# ---- reg_file_sb_flat ----
<file path="src/rtl/reg_file_sb_pkg.sv">
// Shared widths and sizing helper for the register file with write-pending scoreboard.
package reg_file_sb_pkg;

    localparam int unsigned DEF_DATA_W = 32;
    localparam int unsigned DEF_ADDR_W = 5;
    localparam int unsigned DEF_PEND_W = 2;

    function automatic int unsigned num_regs(input int unsigned addr_w);
        return 32'd1 << addr_w;
    endfunction

endpackage

</file>
<file path="src/rtl/reg_file_sb_if.sv">
// Read/write/issue/debug bus of the register file; slave is the register file, master is the core.
interface reg_file_sb_if
    import reg_file_sb_pkg::*;
#(
    parameter int unsigned DATA_W = DEF_DATA_W,
    parameter int unsigned ADDR_W = DEF_ADDR_W
);

    logic [ADDR_W-1:0] ADDR_1;
    logic [ADDR_W-1:0] ADDR_2;
    logic [DATA_W-1:0] DATA_1;
    logic [DATA_W-1:0] DATA_2;
    logic              BUSY_1;
    logic              BUSY_2;
    logic              WRITE_EN;
    logic [ADDR_W-1:0] WRITE_ADDR;
    logic [DATA_W-1:0] WRITE_DATA;
    logic              ISSUE_EN;
    logic [ADDR_W-1:0] ISSUE_ADDR;
    logic              ISSUE_STALL;
    logic              FLUSH;
    logic [ADDR_W-1:0] DBG_ADDR;
    logic [DATA_W-1:0] DBG_DATA;
    logic              ERR_UNDER;

    modport master (
        output ADDR_1, ADDR_2, WRITE_EN, WRITE_ADDR, WRITE_DATA,
               ISSUE_EN, ISSUE_ADDR, FLUSH, DBG_ADDR,
        input  DATA_1, DATA_2, BUSY_1, BUSY_2, ISSUE_STALL, DBG_DATA, ERR_UNDER
    );

    modport slave (
        input  ADDR_1, ADDR_2, WRITE_EN, WRITE_ADDR, WRITE_DATA,
               ISSUE_EN, ISSUE_ADDR, FLUSH, DBG_ADDR,
        output DATA_1, DATA_2, BUSY_1, BUSY_2, ISSUE_STALL, DBG_DATA, ERR_UNDER
    );

endinterface

</file>
<file path="src/rtl/reg_file_sb_pend_counter.sv">
// Per-register outstanding-write counter: flush clear (with optional reload to 1), up/down, saturation flag.
module pend_counter
    import reg_file_sb_pkg::*;
#(
    parameter int unsigned PEND_W = DEF_PEND_W
) (
    input  logic              CLK,
    input  logic              RESET_N,
    input  logic              clr,
    input  logic              inc,
    input  logic              dec,
    output logic [PEND_W-1:0] cnt,
    output logic              sat,
    output logic              under
);

    assign sat   = &cnt;
    // Only a lone write-back against an empty counter is an underflow.
    assign under = dec && !inc && !clr && (cnt == '0);

    always_ff @(posedge CLK or negedge RESET_N) begin
        if (!RESET_N) begin
            cnt <= '0;
        end else if (clr) begin
            cnt <= inc ? PEND_W'(1) : '0;
        end else if (inc && !dec) begin
            cnt <= cnt + PEND_W'(1);
        end else if (dec && !inc && (cnt != '0)) begin
            cnt <= cnt - PEND_W'(1);
        end
    end

endmodule

</file>
<file path="src/rtl/reg_file_sb.sv">
// Register file with two bypassed read ports, one write port, debug read port and
// a per-register pending-write scoreboard for RAW stall detection.
module reg_file_sb
    import reg_file_sb_pkg::*;
#(
    parameter int unsigned DATA_W   = DEF_DATA_W,
    parameter int unsigned ADDR_W   = DEF_ADDR_W,
    parameter int unsigned ZERO_REG = 1,
    parameter int unsigned BYPASS   = 1,
    parameter int unsigned PEND_W   = DEF_PEND_W
) (
    input logic          CLK,
    input logic          RESET_N,
    reg_file_sb_if.slave bus
);

    localparam int unsigned NUM_REGS = num_regs(ADDR_W);

    logic [DATA_W-1:0]   regs [NUM_REGS];
    logic [PEND_W-1:0]   cnt  [NUM_REGS];
    logic [NUM_REGS-1:0] sat;
    logic [NUM_REGS-1:0] under;
    logic [NUM_REGS-1:0] inc;
    logic [NUM_REGS-1:0] dec;

    logic              wr_ok;
    logic              stall;
    logic              err_q;
    logic              hit_1, hit_2, zero_1, zero_2;
    logic [DATA_W-1:0] data_1, data_2;
    logic              busy_1, busy_2;

    assign wr_ok = bus.WRITE_EN && !((ZERO_REG != 0) && (bus.WRITE_ADDR == '0));
    assign stall = bus.ISSUE_EN && sat[bus.ISSUE_ADDR] && !bus.FLUSH;

    always_ff @(posedge CLK or negedge RESET_N) begin
        if (!RESET_N) begin
            for (int unsigned i = 0; i < NUM_REGS; i++) begin
                regs[i] <= '0;
            end
        end else if (wr_ok) begin
            regs[bus.WRITE_ADDR] <= bus.WRITE_DATA;
        end
    end

    always_ff @(posedge CLK or negedge RESET_N) begin
        if (!RESET_N) begin
            err_q <= 1'b0;
        end else if (|under) begin
            err_q <= 1'b1;
        end
    end

    // A stalled issue leaves its counter alone, so a same-cycle write-back still decrements it.
    for (genvar r = 0; r < NUM_REGS; r++) begin : g_cnt
        localparam bit COUNTED = (ZERO_REG == 0) || (r != 0);

        assign inc[r] = COUNTED && bus.ISSUE_EN && !stall && (bus.ISSUE_ADDR == ADDR_W'(r));
        assign dec[r] = COUNTED && wr_ok && (bus.WRITE_ADDR == ADDR_W'(r));

        pend_counter #(
            .PEND_W (PEND_W)
        ) u_cnt (
            .CLK     (CLK),
            .RESET_N (RESET_N),
            .clr     (bus.FLUSH),
            .inc     (inc[r]),
            .dec     (dec[r]),
            .cnt     (cnt[r]),
            .sat     (sat[r]),
            .under   (under[r])
        );
    end

    always_comb begin
        zero_1 = (ZERO_REG != 0) && (bus.ADDR_1 == '0);
        zero_2 = (ZERO_REG != 0) && (bus.ADDR_2 == '0);
        hit_1  = (BYPASS != 0) && bus.WRITE_EN && (bus.WRITE_ADDR == bus.ADDR_1);
        hit_2  = (BYPASS != 0) && bus.WRITE_EN && (bus.WRITE_ADDR == bus.ADDR_2);

        if (zero_1)     data_1 = '0;
        else if (hit_1) data_1 = bus.WRITE_DATA;
        else            data_1 = regs[bus.ADDR_1];

        if (zero_2)     data_2 = '0;
        else if (hit_2) data_2 = bus.WRITE_DATA;
        else            data_2 = regs[bus.ADDR_2];

        // The last outstanding write landing this cycle is already visible through the bypass.
        busy_1 = !zero_1 && (cnt[bus.ADDR_1] != '0)
                 && !(hit_1 && (cnt[bus.ADDR_1] == PEND_W'(1)));
        busy_2 = !zero_2 && (cnt[bus.ADDR_2] != '0)
                 && !(hit_2 && (cnt[bus.ADDR_2] == PEND_W'(1)));
    end

    assign bus.DATA_1      = data_1;
    assign bus.DATA_2      = data_2;
    assign bus.BUSY_1      = busy_1;
    assign bus.BUSY_2      = busy_2;
    assign bus.ISSUE_STALL = stall;
    assign bus.DBG_DATA    = regs[bus.DBG_ADDR];
    assign bus.ERR_UNDER   = err_q;

endmodule

</file>
<file path="src/flat_wrapper.sv">
// flat-port wrapper written by rule: the top's interface ports become plain ports
module reg_file_sb_flat import reg_file_sb_pkg::*;
#(
    parameter int unsigned DATA_W   = DEF_DATA_W,
    parameter int unsigned ADDR_W   = DEF_ADDR_W,
    parameter int unsigned ZERO_REG = 1,
    parameter int unsigned BYPASS   = 1,
    parameter int unsigned PEND_W   = DEF_PEND_W
)
  (CLK, RESET_N, bus_ADDR_1, bus_ADDR_2, bus_WRITE_EN, bus_WRITE_ADDR, bus_WRITE_DATA, bus_ISSUE_EN, bus_ISSUE_ADDR, bus_FLUSH, bus_DBG_ADDR, bus_DATA_1, bus_DATA_2, bus_BUSY_1, bus_BUSY_2, bus_ISSUE_STALL, bus_DBG_DATA, bus_ERR_UNDER);
  reg_file_sb_if #(.DATA_W(DATA_W), .ADDR_W(ADDR_W)) bus_i ();
  input logic CLK;
  input logic RESET_N;
  input wire logic [$bits(bus_i.ADDR_1)-1:0] bus_ADDR_1;
  input wire logic [$bits(bus_i.ADDR_2)-1:0] bus_ADDR_2;
  input wire logic [$bits(bus_i.WRITE_EN)-1:0] bus_WRITE_EN;
  input wire logic [$bits(bus_i.WRITE_ADDR)-1:0] bus_WRITE_ADDR;
  input wire logic [$bits(bus_i.WRITE_DATA)-1:0] bus_WRITE_DATA;
  input wire logic [$bits(bus_i.ISSUE_EN)-1:0] bus_ISSUE_EN;
  input wire logic [$bits(bus_i.ISSUE_ADDR)-1:0] bus_ISSUE_ADDR;
  input wire logic [$bits(bus_i.FLUSH)-1:0] bus_FLUSH;
  input wire logic [$bits(bus_i.DBG_ADDR)-1:0] bus_DBG_ADDR;
  output wire logic [$bits(bus_i.DATA_1)-1:0] bus_DATA_1;
  output wire logic [$bits(bus_i.DATA_2)-1:0] bus_DATA_2;
  output wire logic [$bits(bus_i.BUSY_1)-1:0] bus_BUSY_1;
  output wire logic [$bits(bus_i.BUSY_2)-1:0] bus_BUSY_2;
  output wire logic [$bits(bus_i.ISSUE_STALL)-1:0] bus_ISSUE_STALL;
  output wire logic [$bits(bus_i.DBG_DATA)-1:0] bus_DBG_DATA;
  output wire logic [$bits(bus_i.ERR_UNDER)-1:0] bus_ERR_UNDER;
  assign bus_i.ADDR_1 = bus_ADDR_1;
  assign bus_i.ADDR_2 = bus_ADDR_2;
  assign bus_i.WRITE_EN = bus_WRITE_EN;
  assign bus_i.WRITE_ADDR = bus_WRITE_ADDR;
  assign bus_i.WRITE_DATA = bus_WRITE_DATA;
  assign bus_i.ISSUE_EN = bus_ISSUE_EN;
  assign bus_i.ISSUE_ADDR = bus_ISSUE_ADDR;
  assign bus_i.FLUSH = bus_FLUSH;
  assign bus_i.DBG_ADDR = bus_DBG_ADDR;
  assign bus_DATA_1 = bus_i.DATA_1;
  assign bus_DATA_2 = bus_i.DATA_2;
  assign bus_BUSY_1 = bus_i.BUSY_1;
  assign bus_BUSY_2 = bus_i.BUSY_2;
  assign bus_ISSUE_STALL = bus_i.ISSUE_STALL;
  assign bus_DBG_DATA = bus_i.DBG_DATA;
  assign bus_ERR_UNDER = bus_i.ERR_UNDER;
  reg_file_sb #(.DATA_W(DATA_W), .ADDR_W(ADDR_W), .ZERO_REG(ZERO_REG), .BYPASS(BYPASS), .PEND_W(PEND_W)) u_core (.CLK(CLK), .RESET_N(RESET_N), .bus(bus_i));
endmodule
</file>
<file path="config.mk">
export PLATFORM = sky130hd
export DESIGN_NAME = reg_file_sb_flat
export DESIGN_NICKNAME = d
export VERILOG_FILES = /design/src/rtl/reg_file_sb_pkg.sv /design/src/rtl/reg_file_sb_if.sv /design/src/rtl/reg_file_sb_pend_counter.sv /design/src/rtl/reg_file_sb.sv /design/src/flat_wrapper.sv
export SDC_FILE = /design/constraint.sdc
export NUM_CORES = 2
export LEC_CHECK = 0
export ABC_AREA = 1
export ABC_CLOCK_PERIOD_IN_PS = 3300
export CORE_ASPECT_RATIO = 1.5
export CORE_MARGIN = 3
export CORE_UTILIZATION = 25
export CTS_CLUSTER_DIAMETER = 200
export DETAILED_ROUTE_END_ITERATION = 7
export PLACE_DENSITY = 0.41
export SETUP_SLACK_MARGIN = 0.2
export SYNTH_ARGS = -nofsm -noshare
export SYNTH_HDL_FRONTEND = slang
export SYNTH_HIERARCHICAL = 1
export SYNTH_SLANG_ARGS = --single-unit
</file>
<file path="constraint.sdc">
create_clock -name CLK -period 3.3 [get_ports CLK]
set_input_delay 0.66 -clock CLK [delete_from_list [all_inputs] [get_ports CLK]]
set_output_delay 0.66 -clock CLK [all_outputs]
set_load 0.02 [all_outputs]
</file>
# ---- stream_ctrl ----
## config.mk

```make
export PLATFORM = sky130hd
export DESIGN_NAME = stream_ctrl
export DESIGN_NICKNAME = d
export VERILOG_FILES = /design/src/rtl/stream_ctrl.sv
export SDC_FILE = /design/constraint.sdc
export NUM_CORES = 1
export LEC_CHECK = 0
export CORE_UTILIZATION = 49
export CTS_CLUSTER_DIAMETER = 150
export CTS_CLUSTER_SIZE = 16
export DETAILED_ROUTE_END_ITERATION = 8
export PLACE_DENSITY = 0.76
export SYNTH_ARGS = -nofsm -noshare
export SYNTH_HDL_FRONTEND = slang
export SYNTH_SLANG_ARGS = --single-unit
export TNS_END_PERCENT = 5
```

## constraint.sdc

```tcl
create_clock -name clk -period 2.12 [get_ports clk]
set_clock_uncertainty 0.2 [all_clocks]
set_input_delay 0.212 -clock clk [delete_from_list [all_inputs] [get_ports clk]]
set_output_delay 0.212 -clock clk [all_outputs]
set_load 0.02 [all_outputs]
```

## src/rtl/stream_ctrl.sv

```systemverilog
// -----------------------------------------------------------------------------
// stream_ctrl
//
// Playback controller between the sample FIFO and the modulator.
//   * Tracks FIFO occupancy from the write strobe and the gated read strobe.
//   * Holds the modulator disabled (PREFILL) until the occupancy reaches
//     START_LEVEL or the FIFO reports full, then runs (RUN).
//   * Gates modulator read requests into FIFO reads. On an underrun (a read
//     request against an empty FIFO while running) it pulses underrun_o,
//     counts the event and drops back to PREFILL.
//   * Emits a status byte over a valid/ready TX interface. A byte is sent
//     every STATUS_PERIOD cycles and on every underrun. A trigger that
//     arrives while a byte is still pending is dropped.
//
// Ports
//   clk            in   system clock
//   rst            in   synchronous active-high reset
//   arm_i          in   playback allowed; low forces IDLE
//   wr_en_i        in   FIFO write strobe
//   fifo_empty_i   in   FIFO empty flag
//   fifo_full_i    in   FIFO full flag
//   rd_req_i       in   modulator read request
//   rd_en_o        out  FIFO read enable (combinational)
//   mod_enable_o   out  modulator enable (registered, high in RUN)
//   level_o        out  tracked occupancy, 0..2^DEPTH_WIDTH
//   state_o        out  0=IDLE, 1=PREFILL, 2=RUN
//   underrun_o     out  one-cycle pulse per underrun
//   underrun_cnt_o out  saturating underrun count
//   tx_data_o      out  status byte {sticky_underrun, state[1:0], level top 5 bits}
//   tx_valid_o     out  status byte valid
//   tx_ready_i     in   TX sink ready
// -----------------------------------------------------------------------------
module stream_ctrl #(
  parameter int unsigned DEPTH_WIDTH   = 8,
  parameter int unsigned START_LEVEL   = 128,
  parameter int unsigned STATUS_PERIOD = 1200000
) (
  input  logic                   clk,
  input  logic                   rst,
  input  logic                   arm_i,
  input  logic                   wr_en_i,
  input  logic                   fifo_empty_i,
  input  logic                   fifo_full_i,
  input  logic                   rd_req_i,
  output logic                   rd_en_o,
  output logic                   mod_enable_o,
  output logic [DEPTH_WIDTH:0]   level_o,
  output logic [1:0]             state_o,
  output logic                   underrun_o,
  output logic [7:0]             underrun_cnt_o,
  output logic [7:0]             tx_data_o,
  output logic                   tx_valid_o,
  input  logic                   tx_ready_i
);

  localparam int unsigned LEVEL_W = DEPTH_WIDTH + 1;

  // Full-FIFO occupancy is 2^DEPTH_WIDTH, i.e. only the MSB set.
  localparam logic [DEPTH_WIDTH:0] LEVEL_MAX = {1'b1, {DEPTH_WIDTH{1'b0}}};
  localparam logic [DEPTH_WIDTH:0] START_LVL = LEVEL_W'(START_LEVEL);

  typedef enum logic [1:0] {
    ST_IDLE    = 2'd0,
    ST_PREFILL = 2'd1,
    ST_RUN     = 2'd2
  } state_t;

  state_t               state_reg;
  state_t               state_next;
  logic                 mod_enable_reg;
  logic [DEPTH_WIDTH:0] level_reg;
  logic [DEPTH_WIDTH:0] level_next;
  logic                 underrun_reg;
  logic [7:0]           underrun_cnt_reg;
  logic                 sticky_reg;
  logic                 tx_valid_reg;
  logic [7:0]           tx_data_reg;

  logic                 rd_en;
  logic                 underrun_det;
  logic                 timer_tc;
  logic                 report_trig;
  logic                 capture;
  logic [4:0]           level_field;
  logic [7:0]           status_byte;

  // ---------------------------------------------------------------------------
  // Read gating and underrun detection
  // ---------------------------------------------------------------------------
  assign rd_en        = (state_reg == ST_RUN) & rd_req_i & ~fifo_empty_i;
  assign underrun_det = (state_reg == ST_RUN) & rd_req_i &  fifo_empty_i;

  // ---------------------------------------------------------------------------
  // Occupancy tracking. A simultaneous write and read cancel out. The
  // saturation guards only matter if the strobes ever disagree with the
  // FIFO's own view of occupancy.
  // ---------------------------------------------------------------------------
  always_comb begin
    level_next = level_reg;
    if (wr_en_i && !rd_en) begin
      if (level_reg != LEVEL_MAX) begin
        level_next = level_reg + 1'b1;
      end
    end else if (rd_en && !wr_en_i) begin
      if (level_reg != '0) begin
        level_next = level_reg - 1'b1;
      end
    end
  end

  always_ff @(posedge clk) begin
    if (rst) begin
      level_reg <= '0;
    end else begin
      level_reg <= level_next;
    end
  end

  // ---------------------------------------------------------------------------
  // Playback FSM. Disarm wins over every other transition. The start check
  // uses the registered level, so RUN begins one edge after the level
  // reaches START_LEVEL.
  // ---------------------------------------------------------------------------
  always_comb begin
    state_next = state_reg;
    if (!arm_i) begin
      state_next = ST_IDLE;
    end else begin
      case (state_reg)
        ST_IDLE: begin
          state_next = ST_PREFILL;
        end
        ST_PREFILL: begin
          if ((level_reg >= START_LVL) || fifo_full_i) begin
            state_next = ST_RUN;
          end
        end
        ST_RUN: begin
          if (underrun_det) begin
            state_next = ST_PREFILL;
          end
        end
        default: begin
          state_next = ST_IDLE;
        end
      endcase
    end
  end

  always_ff @(posedge clk) begin
    if (rst) begin
      state_reg      <= ST_IDLE;
      mod_enable_reg <= 1'b0;
    end else begin
      state_reg      <= state_next;
      mod_enable_reg <= (state_next == ST_RUN);
    end
  end

  // ---------------------------------------------------------------------------
  // Underrun pulse and saturating counter
  // ---------------------------------------------------------------------------
  always_ff @(posedge clk) begin
    if (rst) begin
      underrun_reg     <= 1'b0;
      underrun_cnt_reg <= '0;
    end else begin
      underrun_reg <= underrun_det;
      if (underrun_det && (underrun_cnt_reg != 8'hFF)) begin
        underrun_cnt_reg <= underrun_cnt_reg + 1'b1;
      end
    end
  end

  // ---------------------------------------------------------------------------
  // Periodic status timer: counts 0..STATUS_PERIOD-1 and fires on the
  // terminal count. A period of zero removes the timer entirely.
  // ---------------------------------------------------------------------------
  generate
    if (STATUS_PERIOD == 0) begin : g_no_timer
      assign timer_tc = 1'b0;
    end else begin : g_timer
      localparam int unsigned TIMER_W = (STATUS_PERIOD > 1) ? $clog2(STATUS_PERIOD) : 1;
      localparam logic [TIMER_W-1:0] TIMER_LAST = TIMER_W'(STATUS_PERIOD - 1);

      logic [TIMER_W-1:0] timer_reg;

      always_ff @(posedge clk) begin
        if (rst) begin
          timer_reg <= '0;
        end else if (timer_reg == TIMER_LAST) begin
          timer_reg <= '0;
        end else begin
          timer_reg <= timer_reg + 1'b1;
        end
      end

      assign timer_tc = (timer_reg == TIMER_LAST);
    end
  endgenerate

  // ---------------------------------------------------------------------------
  // Status byte. The fields are the values that become visible on the
  // outputs at the capture edge, so a byte raised by an underrun already
  // reports PREFILL and carries the underrun flag.
  // ---------------------------------------------------------------------------
  genvar gi;
  generate
    for (gi = 0; gi < 5; gi++) begin : g_level_field
      assign level_field[gi] = level_next[DEPTH_WIDTH-4+gi];
    end
  endgenerate

  assign status_byte = {sticky_reg | underrun_det, state_next, level_field};
  assign report_trig = underrun_det | timer_tc;

  // No queue: a trigger that finds a byte still pending is simply lost.
  assign capture = report_trig & ~tx_valid_reg;

  // Sticky underrun flag: consumed by a captured byte, but an underrun in
  // the capture cycle keeps it set so the following byte reports it too.
  always_ff @(posedge clk) begin
    if (rst) begin
      sticky_reg <= 1'b0;
    end else begin
      sticky_reg <= underrun_det | (sticky_reg & ~capture);
    end
  end

  always_ff @(posedge clk) begin
    if (rst) begin
      tx_valid_reg <= 1'b0;
      tx_data_reg  <= '0;
    end else if (capture) begin
      tx_valid_reg <= 1'b1;
      tx_data_reg  <= status_byte;
    end else if (tx_valid_reg && tx_ready_i) begin
      tx_valid_reg <= 1'b0;
    end
  end

  // ---------------------------------------------------------------------------
  // Outputs
  // ---------------------------------------------------------------------------
  assign rd_en_o        = rd_en;
  assign mod_enable_o   = mod_enable_reg;
  assign level_o        = level_reg;
  assign state_o        = state_reg;
  assign underrun_o     = underrun_reg;
  assign underrun_cnt_o = underrun_cnt_reg;
  assign tx_data_o      = tx_data_reg;
  assign tx_valid_o     = tx_valid_reg;

endmodule

```

# ---- reset_sequencer ----
**config.mk**
```make
export PLATFORM = sky130hd
export DESIGN_NAME = reset_sequencer
export DESIGN_NICKNAME = d
export VERILOG_FILES = /design/src/rtl/reset_sequencer.sv
export SDC_FILE = /design/constraint.sdc
export NUM_CORES = 1
export LEC_CHECK = 0
export ABC_CLOCK_PERIOD_IN_PS = 1300
export CORE_ASPECT_RATIO = 1.1
export CORE_UTILIZATION = 50
export DETAILED_ROUTE_END_ITERATION = 8
export GPL_ROUTABILITY_DRIVEN = 0
export HOLD_SLACK_MARGIN = 0.15
export PLACE_DENSITY_LB_ADDON = 0.05
export SETUP_SLACK_MARGIN = 0.2
export SLEW_MARGIN = 20
export SYNTH_ARGS = -nofsm -noshare
export SYNTH_HDL_FRONTEND = slang
export SYNTH_SLANG_ARGS = --single-unit
```
**constraint.sdc**
```tcl
create_clock -name core_clk -period 1.3 [get_ports core_clk]
set_clock_uncertainty 0.2 [all_clocks]
set_input_delay 0.39 -clock core_clk [delete_from_list [all_inputs] [get_ports core_clk]]
set_output_delay 0.39 -clock core_clk [all_outputs]
set_load 0.01 [all_outputs]
```
**src/rtl/reset_sequencer.sv**
```systemverilog
// rtl/reset_sequencer.sv - pad reset synchronizer with staged mgmt/user reset release and soft reset replay
// Async-assert/sync-deassert synchronizer feeds a counter FSM that releases mgmt, then user, resets.
module reset_sequencer #(
   parameter int HOLD_CYCLES    = 16,
   parameter int STAGGER_CYCLES = 8,
   parameter int SOFT_CYCLES    = 4,
   parameter int CNT_W          = 8
) (
   input  logic core_clk,
   input  logic resetb,
   input  logic sw_reset_req,
   input  logic user_en,
   output logic sync_resetb,
   output logic mgmt_resetb,
   output logic user_resetb,
   output logic seq_done,
   output logic reset_cause
);

   typedef enum logic [1:0] {ST_HOLD, ST_MGMT, ST_RUN, ST_SOFT} state_t;

   localparam logic [CNT_W-1:0] HOLD_LAST    = CNT_W'(HOLD_CYCLES - 1);
   localparam logic [CNT_W-1:0] STAGGER_LAST = CNT_W'(STAGGER_CYCLES - 1);
   localparam logic [CNT_W-1:0] SOFT_LAST    = CNT_W'(SOFT_CYCLES - 1);

   logic sync1_q, sync2_q;

   always_ff @(posedge core_clk or negedge resetb) begin
      if (!resetb) begin
         sync1_q <= 1'b0;
         sync2_q <= 1'b0;
      end else begin
         sync1_q <= 1'b1;
         sync2_q <= sync1_q;
      end
   end

   assign sync_resetb = sync2_q;

   state_t           state_q, state_d;
   logic [CNT_W-1:0] cnt_q, cnt_d;
   logic             mgmt_q, mgmt_d;
   logic             user_q, user_d;
   logic             done_q, done_d;
   logic             cause_q, cause_d;

   always_comb begin
      state_d = state_q;
      cnt_d   = cnt_q;
      mgmt_d  = mgmt_q;
      user_d  = user_q;
      done_d  = done_q;
      cause_d = cause_q;
      case (state_q)
         ST_HOLD: begin
            if (cnt_q == HOLD_LAST) begin
               cnt_d   = '0;
               state_d = ST_MGMT;
               mgmt_d  = 1'b1;
            end else begin
               cnt_d = cnt_q + 1'b1;
            end
         end
         ST_MGMT: begin
            if (cnt_q == STAGGER_LAST) begin
               cnt_d   = '0;
               state_d = ST_RUN;
               user_d  = user_en;
               done_d  = 1'b1;
            end else begin
               cnt_d = cnt_q + 1'b1;
            end
         end
         ST_RUN: begin
            user_d = user_en;
         end
         ST_SOFT: begin
            if (cnt_q == SOFT_LAST) begin
               cnt_d   = '0;
               state_d = ST_HOLD;
            end else begin
               cnt_d = cnt_q + 1'b1;
            end
         end
         default: begin
            cnt_d   = '0;
            state_d = ST_HOLD;
         end
      endcase
      // A soft request outranks stagger completion and user_en tracking.
      if (sw_reset_req && (state_q == ST_MGMT || state_q == ST_RUN)) begin
         state_d = ST_SOFT;
         cnt_d   = '0;
         mgmt_d  = 1'b0;
         user_d  = 1'b0;
         done_d  = 1'b0;
         cause_d = 1'b1;
      end
   end

   always_ff @(posedge core_clk or negedge sync_resetb) begin
      if (!sync_resetb) begin
         state_q <= ST_HOLD;
         cnt_q   <= '0;
         mgmt_q  <= 1'b0;
         user_q  <= 1'b0;
         done_q  <= 1'b0;
         cause_q <= 1'b0;
      end else begin
         state_q <= state_d;
         cnt_q   <= cnt_d;
         mgmt_q  <= mgmt_d;
         user_q  <= user_d;
         done_q  <= done_d;
         cause_q <= cause_d;
      end
   end

   assign mgmt_resetb = mgmt_q;
   assign user_resetb = user_q;
   assign seq_done    = done_q;
   assign reset_cause = cause_q;

endmodule

```
# ---- button_event_decoder ----
### src/rtl/button_event_pkg.sv
// button_event_pkg: shared FSM state type and timer sizing for button_event_decoder
package button_event_pkg;

    typedef enum logic [2:0] {IDLE, PRESSED, LONG_HELD, WAIT_GAP, SECOND} state_t;

    function automatic int timer_width(input int long_clks, input int gap_clks);
        return $clog2((long_clks > gap_clks ? long_clks : gap_clks) + 1);
    endfunction

endpackage

### src/rtl/edge_detector.sv
// edge_detector: registered previous sample plus combinational rise/fall strobes
module edge_detector (
    input  logic clk,
    input  logic rst,
    input  logic din,
    output logic rise,
    output logic fall
);

    logic prev;

    always_ff @(posedge clk)
        prev <= rst ? 1'b0 : din;

    assign rise = din & ~prev;
    assign fall = ~din & prev;

endmodule

### src/rtl/button_event_decoder.sv
// button_event_decoder: turns a debounced level into press/release/click/long/double pulses
module button_event_decoder
    import button_event_pkg::*;
#(
    parameter int LONG_CLKS       = 2000,
    parameter int DOUBLE_GAP_CLKS = 1000,
    parameter int CNT_W           = timer_width(LONG_CLKS, DOUBLE_GAP_CLKS)
) (
    input  logic clk,
    input  logic rst,
    input  logic debounced_in,
    output logic press_pulse,
    output logic release_pulse,
    output logic short_click,
    output logic long_press,
    output logic double_click
);

    localparam logic [CNT_W-1:0] LONG_LAST = CNT_W'(LONG_CLKS - 1);
    localparam logic [CNT_W-1:0] GAP_LAST  = CNT_W'(DOUBLE_GAP_CLKS - 1);

    logic rise, fall;
    state_t state;
    logic [CNT_W-1:0] timer;

    edge_detector u_edge (
        .clk (clk),
        .rst (rst),
        .din (debounced_in),
        .rise(rise),
        .fall(fall)
    );

    // Branch order encodes priority: fall beats the long threshold, rise beats the gap timeout.
    always_ff @(posedge clk) begin
        if (rst) begin
            state         <= IDLE;
            timer         <= '0;
            press_pulse   <= 1'b0;
            release_pulse <= 1'b0;
            short_click   <= 1'b0;
            long_press    <= 1'b0;
            double_click  <= 1'b0;
        end else begin
            press_pulse   <= 1'b0;
            release_pulse <= 1'b0;
            short_click   <= 1'b0;
            long_press    <= 1'b0;
            double_click  <= 1'b0;
            timer         <= (timer == '1) ? timer : timer + 1'b1;
            case (state)
                IDLE: if (rise) begin
                    press_pulse <= 1'b1;
                    state       <= PRESSED;
                    timer       <= '0;
                end
                PRESSED: if (fall) begin
                    release_pulse <= 1'b1;
                    state         <= WAIT_GAP;
                    timer         <= '0;
                end else if (timer == LONG_LAST) begin
                    long_press <= 1'b1;
                    state      <= LONG_HELD;
                    timer      <= '0;
                end
                LONG_HELD: if (fall) begin
                    release_pulse <= 1'b1;
                    state         <= IDLE;
                    timer         <= '0;
                end
                WAIT_GAP: if (rise) begin
                    press_pulse <= 1'b1;
                    state       <= SECOND;
                    timer       <= '0;
                end else if (timer == GAP_LAST) begin
                    short_click <= 1'b1;
                    state       <= IDLE;
                    timer       <= '0;
                end
                SECOND: if (fall) begin
                    release_pulse <= 1'b1;
                    double_click  <= 1'b1;
                    state         <= IDLE;
                    timer         <= '0;
                end else if (timer == LONG_LAST) begin
                    long_press <= 1'b1;
                    state      <= LONG_HELD;
                    timer      <= '0;
                end
                default: begin
                    state <= IDLE;
                    timer <= '0;
                end
            endcase
        end
    end

endmodule
### config.mk
export PLATFORM = sky130hd
export DESIGN_NAME = button_event_decoder
export DESIGN_NICKNAME = d
export VERILOG_FILES = /design/src/rtl/button_event_pkg.sv /design/src/rtl/edge_detector.sv /design/src/rtl/button_event_decoder.sv
export SDC_FILE = /design/constraint.sdc
export NUM_CORES = 1
export LEC_CHECK = 0
export CORE_UTILIZATION = 64
export CTS_BUF_LIST = sky130_fd_sc_hd__clkbuf_8
export DETAILED_ROUTE_END_ITERATION = 8
export DONT_BUFFER_PORTS = 1
export PLACE_DENSITY = 0.92
export SLEW_MARGIN = 30
export SYNTH_ARGS = -nofsm -noshare
export SYNTH_HDL_FRONTEND = slang
export SYNTH_SLANG_ARGS = --single-unit
### constraint.sdc
create_clock -name clk -period 2.1 [get_ports clk]
set_input_delay 0.42 -clock clk [delete_from_list [all_inputs] [get_ports clk]]
set_output_delay 0.42 -clock clk [all_outputs]
set_load 0.03 [all_outputs]
Figure 1. Cells colored by class (stream_ctrl).
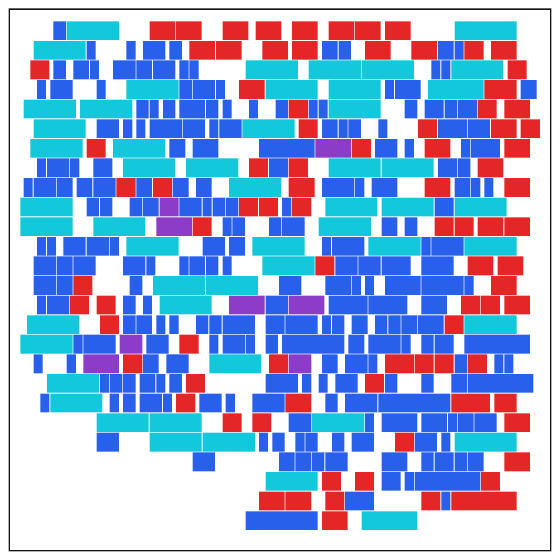
| color | class | cells | share of their area |
|---|---|---|---|
| red | remaining buffers and delay cells | 86 | 22% |
| blue | remaining logic cells | 238 | 47% |
| cyan | sequential cells | 52 | 29% |
| purple | clock drivers and dummy loads | 8 | 2.6% |

==> reports/results.ini, stream_ctrl <==
[pwr]
cellLeakagePower_nw = 1.333

[outcome]
status = finished, violations left
violations = negative setup slack

[worst_setup_path]
path_depth = 9

[final_timing]
setup_tns_ns = -0.2437
hold_viol = 0
setup_viol = 5
worst_slack_ns = -0.1136

[drt]
wl_mm = 6.104

[final_layout]
comb_area_share_pct = 44.02
comb_area_sq_um = 1615
seqCellArea_sq_um = 1051
multi_input_comb_cells = 225

[synthesis]
ys_chip_area_sq_um = 2608
synth_flops = 52
area_leaders = dfxtp_1 40%, nor2_1 6.3%, xnor2_1 4.4%, xor2_1 4.4%, a21oi_1 3.1%
synthArstFlopShare_pct = 0
synth.avg_cell_area_sq_um = 8.606

[clock_tree]
cts_max_level = 2

## stream_ctrl: placed cells by master (no fill, tap or decap), types with 2 or more instances in the layout
master,netlist,final
nand4_1,7,7
clkdlybuf4s50_1,0,36
or2_2,2,2
or3_1,7,5
xnor2_1,13,12
nand2_1,18,17
or3_4,0,2
a211oi_2,0,3
ha_1,6,3
nor4_1,3,2
ha_4,0,3
inv_1,13,11
nor4_2,1,2
nor2b_1,4,3
and4_1,4,4
and3_1,6,6
clkbuf_8,0,5
nor2_1,44,44
o21ai_0,5,5
o21a_1,2,2
dfxtp_2,0,2
nor4b_1,3,2
buf_4,1,45
nor3_1,14,12
inv_6,0,2
nand3_1,14,14
a211oi_1,6,3
nor3_2,2,4
a211o_1,2,2
dfxtp_1,52,48
xor2_1,13,13
dfxtp_4,0,2
mux2i_1,3,3
a31oi_2,0,2
a21oi_1,16,15
## stream_ctrl: per-layer routing
| metal | vias up | track usage (%) | routed length (um) |
|---|---|---|---|
| met5 | - | 0 | 0 |
| met4 | 0 | 7.757 | 73 |
| met3 | 6 | 3.614 | 189 |
| met2 | 45 | 38.64 | 3010 |
| met1 | 1143 | 28.46 | 2830 |
| li1 | 1240 | - | - |
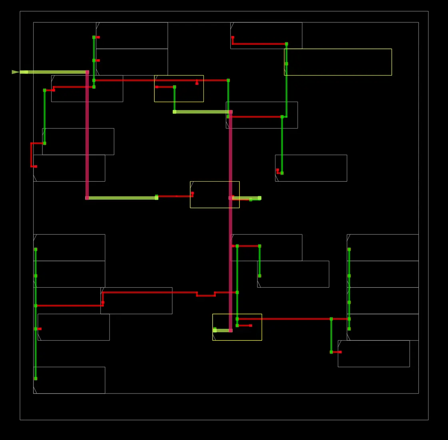
Figure 2: button_event_decoder, clock nets.
Layout Skew: 0.004391 ns
Num CTS Buffers: 3

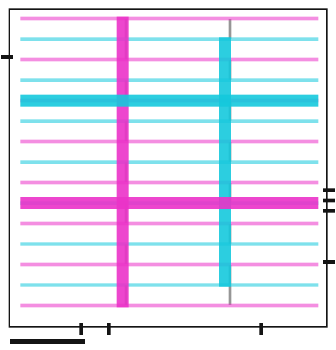
Figure 3: button_event_decoder, floorplan with the power grid.
Scale bar: 10 um. Pins as bars on the die edge. Tap cells in gray.
| color | net |
|---|---|
| cyan | VDD |
| magenta | VSS |
met1 rails: 15
met4 straps: 2
rows: 14
met5 straps: 2

==> reports/results.ini, button_event_decoder <==
[worst_setup_path]
critPathLaunchType = flop
path_cells = nor4b_1 > nand3_1 > a21oi_2 > a221oi_1
cp_slowest_cell = a21oi_2

[clock_tree]
cts_max_level = 1
post_cts_buffers = 0

[final_timing]
post-route-min-period_ns = 1.871
period_used_pct = 89.08
fmax_mhz = 534.6
rsz0062_at_grt = no
slew_violations = 0

[pwr]
vdd_drop_max_uv = 545.5
cellLeakagePower_nw = 0.3794
p_per_area_nw_per_um2 = 780.1
seq_power_mw = 0.404
pg_comb_mw = 0.0572
p_clk_mw = 0.382
combPwrFrac_pct = 6.8
p_switching_mw = 0.1757

[drt]
vias_per_cell = 7.122
final_antenna_net_count = 0
drt_iter0_drc = 67
drc = 0

[final_layout]
final_layout_top_logic_cells = 20 x dfxtp_1, 10 x nor2_1, 7 x a21oi_1
comb_area_share_pct = 52.78
flop-count = 20
largestClassByArea = multi-input combinational cells
syn2layout_area_growth_pct = 5.883

[floorplan]
die_h_um = 41.94

[outcome]
status = completed

[synthesis]
edf_count = 0
top_cell = dfxtp_1
yosys_warnings = 0
area_leaders = dfxtp_1 39%, nor2_1 3.7%, nor2b_1 3.7%, a21oi_1 3.4%, buf_6 3.3%

[global_routing]
grt_pass1_wl_mm = 3.519
busiest_layer = met2
grt_max_degree = 13

[place]
post-place-ws_ns = 0.3141

[button_event_decoder: through the flow]
stage / cells / area [sq um]
5_1_grt: 123 / 1081
3_3_place_gp: 119 / 1010
6_report: 123 / 1081
2_1_floorplan: 107 / 1021
4_1_cts: 123 / 1081
3_5_place_dp: 119 / 1010
[button_event_decoder: kinds of logic (layout without fill, tap and decap cells)]
kind of cell	Yosys count	in the layout	synth area share, %
and+or+nand+nor	46	46	27.94
AOI/OAI and AO/OA	28	28	22.30
DFF	20	20	39.22
buffers and inverters	7	7	4.901
xor gates and xnor gates	4	4	3.432
adders and majority gates	1	1	1.225
muxes	1	1	0.9804
[button_event_decoder: final timing paths]
| kind | end | slack, ns | cells after the start |
|---|---|---|---|
| hold reg to reg | press_pulse$_SDFF_PP0_ | 0.52 | 1 |
| hold / removal | state[2]$_SDFFE_PP0P_ | 0.22 | 1 |
| setup reg to reg | timer[2]$_SDFF_PP0_ | 0.23 | 4 |
| setup / recovery | timer[2]$_SDFF_PP0_ | 0.23 | 4 |
[button_event_decoder: flip-flops by register name, summed over array words and instances, names as in the netlist]
register       flops
timer             11
state              3
double_click       1
long_press         1
press_pulse        1
release_pulse      1
short_click        1
u_edge.prev        1
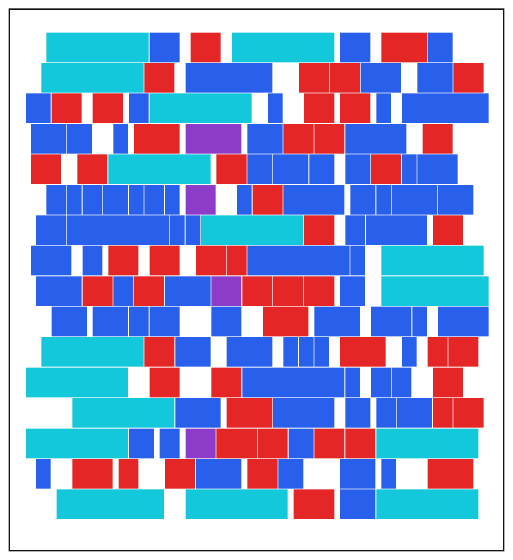
Figure 4: reset_sequencer, cells colored by class.
| color | class | cells | share of their area |
|---|---|---|---|
| blue | remaining logic cells | 82 | 44% |
| red | remaining buffers and delay cells | 51 | 27% |
| cyan | sequential cells | 16 | 27% |
| purple | clock drivers and dummy loads | 4 | 2.4% |

==> reports/results.ini, reset_sequencer <==
[final_timing]
setup_viol = 19
worst_slack_ns = -0.7370

[drt]
highest-signal-layer = met4
wl_mm = 2.784
drt_iter0_drc = 32
wl_met2_mm = 1.527

[final_layout]
top_regs = cnt_q: 8 flops, state_q: 2 flops
top_register = cnt_q

[outcome]
status = finished, violations left
violations = negative setup slack

[pwr]
vdd_drop_max_uv = 1376

[worst_hold_path]
worstHoldPathType = input port to async pin

[clock_tree]
clockBufferDepth = 2
post_cts_resize_count = 44

[global_routing]
use_met1_pct = 31.57
grt_pass1_wl_mm = 4.291

[job]
warnings = 33

[floorplan]
ios = 9

==> reset_sequencer: cell usage after synthesis <==
cell	n
o221ai_1	1
a31oi_1	4
conb_1	1
o21a_1	1
nor4b_1	2
nand3_1	5
nor3_1	2
o211a_1	2
mux2_2	1
mux2i_1	1
and3_4	1
o21bai_1	1
ha_1	4
o22ai_1	2
and3_1	2
or3_1	1
nor4_1	1
xor2_1	1
buf_6	2
or4_1	2
a21oi_1	8
nor4_4	1
nand4_1	1
o21ai_0	3
nand2_4	1
and2_1	2
nand2b_1	1
o31ai_1	1
inv_1	7
a21o_1	2
o21ai_2	1
nand2_1	9
clkbuf_8	2
nor2_1	8
dfrtp_1	16
a22o_1	2
==> reset_sequencer: layout make-up <==
type,instances,area (sq um)
Timing Repair Buffer,51,402.9
Sequential cell,16,402.9
Fill cell,112,277.8
Inverter,7,28.78
Clock buffer,4,36.28
Multi-Input combinational cell,75,630.6
Tap cell,18,22.52
==> reset_sequencer: where the power goes <==
group / switching, mW / leakage, nW / internal [mW] / total [mW]
clock: 0.164 / 0.0210 / 0.170 / 0.335
combinational: 1.02 / 0.508 / 1.22 / 2.24
sequential: 0.128 / 0.200 / 0.614 / 0.741
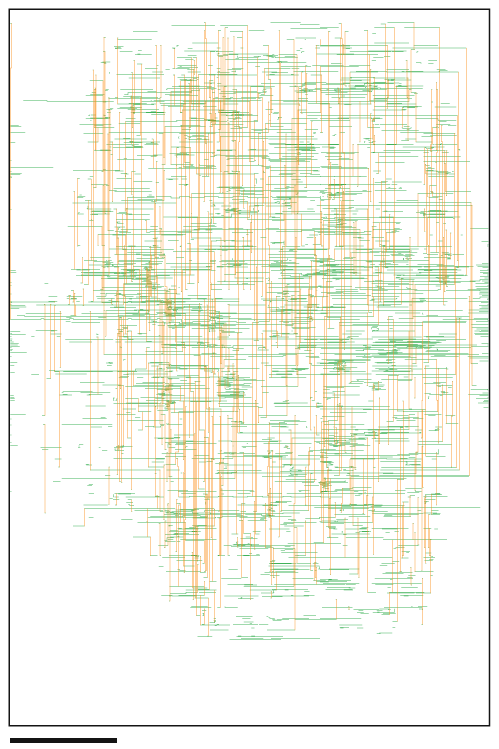
Figure 5: reg_file_sb_flat, wiring by layer.
Scale bar: 100 um. Two of the layers only.
| color | layer | wire length |
|---|---|---|
| orange | M4 | 36.6 mm |
| green | M3 | 41.9 mm |
final wirelength: 465.4 mm
GR Util All Layers: 29.61%
drt wl/cell: 29.53 um

==> reports/results.ini, reg_file_sb_flat <==
[outcome]
status = finished, violations left
violations = negative setup slack

[clock_tree]
post_cts_resize_count = 1275
hold_buffers = 1
path_clk_slew_ns = 0.06
post_cts_buffers = 210
tritoncts = done
cts_root_buf = clkbuf_16

[pwr]
p_clk_mw = 16.5
pg_comb_mw = 15.6

[synthesis]
ys_cells = 11050
logic_family = AND-OR/OR-AND gates

[worst_hold_path]
worstHoldPathType = input port to flop

[final_timing]
fin_hold_ws_ns = 0.3484
setup_viol = 5
relSlewSlack_pct = 39.37
worst_slack_ns = -0.04176

[global_routing]
use_met3_pct = 5.408
busiest_layer = met2

[worst_setup_path]
cp_slowest_cell = nand3_4
worstSetupPathType = input port to output port

[floorplan]
fp_util_pct = 25.18
die_h_um = 668.4
core_sq_um = 290400

[final_layout]
n_all_buffers = 1701
drive_gt1_share_pct = 23.00

[job]
warnings = 32

[drt]
drt_iter0_drc = 11380

reg_file_sb_flat: worst max-delay path by stage:
stage                                             startpoint                               end  slack (ns)  cells past startpoint
detailed placement                         bus_WRITE_ADDR[3]                    bus_DATA_1[22]       -0.75                      9
global placement                           bus_WRITE_ADDR[3]                    bus_DATA_1[22]       -0.81                      9
global route        u_core/g_cnt[7].u_cnt/cnt[0]$_DFFE_PN0P_                        bus_BUSY_2       -0.09                      9
finish                                         bus_ADDR_2[0]                     bus_DATA_2[2]       -0.04                     17
CTS                 u_core/g_cnt[6].u_cnt/cnt[0]$_DFFE_PN0P_                        bus_BUSY_2       -0.08                      9
floorplan                                  bus_ISSUE_ADDR[1]  u_core/bus.ERR_UNDER$_DFFE_PN0P_        0.47                     17
reg_file_sb_flat: sequential cells by signal, indices dropped and copies added, names as in the netlist:
register,flops
u_core/bus.ERR_UNDER,1
u_core/regs,1024
u_core/g_cnt.u_cnt/cnt,64
reg_file_sb_flat: worst min-delay path, cell delays in order:
cell and delay, ns:
buf_4 0.13, buf_4 0.21, a21oi_2 0.04, nand2_1 0.05
nand2_1 0.04

## Gallery

Clock distribution.
shot_01.png
Scale bar: 100 um.
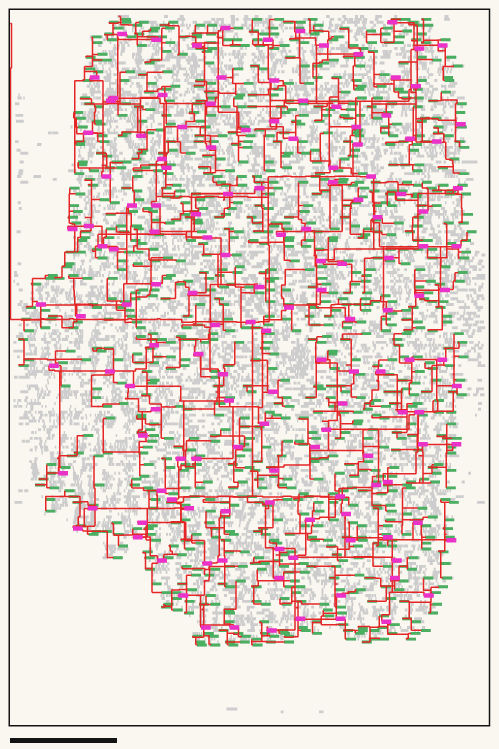
shot_02.png
Scale bar: 10 um.
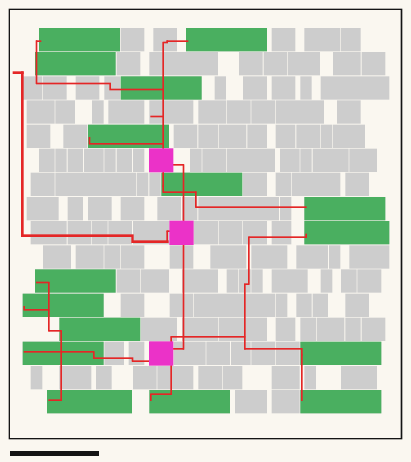
shot_03.png
Scale bar: 20 um.
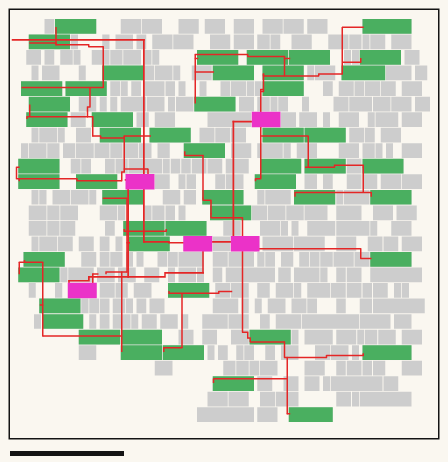
shot_04.png
Scale bar: 10 um.
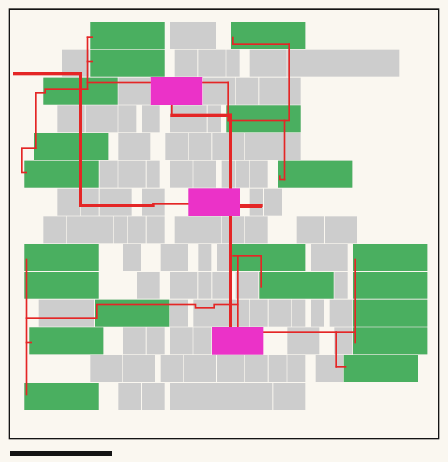
For button_event_decoder, see shot_04.png.
For reset_sequencer, see shot_02.png.
For stream_ctrl, see shot_03.png.
For reg_file_sb_flat, see shot_01.png.
Of these, most sequential cells: shot_01.png
Of these, largest die: shot_01.png

Key to shot_01.png:
[green] flip-flops | count: 1089
[red] clock wires | length: 21.3 mm
[magenta] clock-net drivers | count: 145
flops lie: all over the die
routed clock nets: 146



==> screenshots <==
Floorplan with the power grid.
(a)
Scale bar: 10 um. Pins as bars on the die edge. Tap cells in gray.
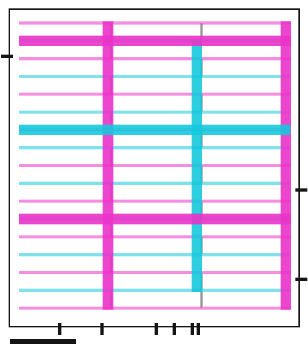
(b)
Scale bar: 20 um. Pins as bars on the die edge. Tap cells in gray.
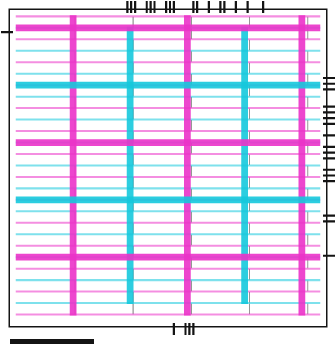
(c)
Scale bar: 100 um. Pins as bars on the die edge. Tap cells in gray.
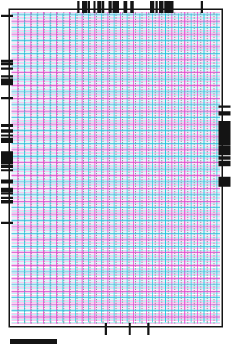
(b) -> stream_ctrl
(c) -> reg_file_sb_flat
(a) -> reset_sequencer
Of these, fewest pins: (a)
Of these, largest die: (c)

Key to (c):
| color | net |
|---|---|
| cyan | VDD |
| magenta | VSS |
met5 straps: 48
rows: 242

Power is estimated from default activity; no workload was simulated.
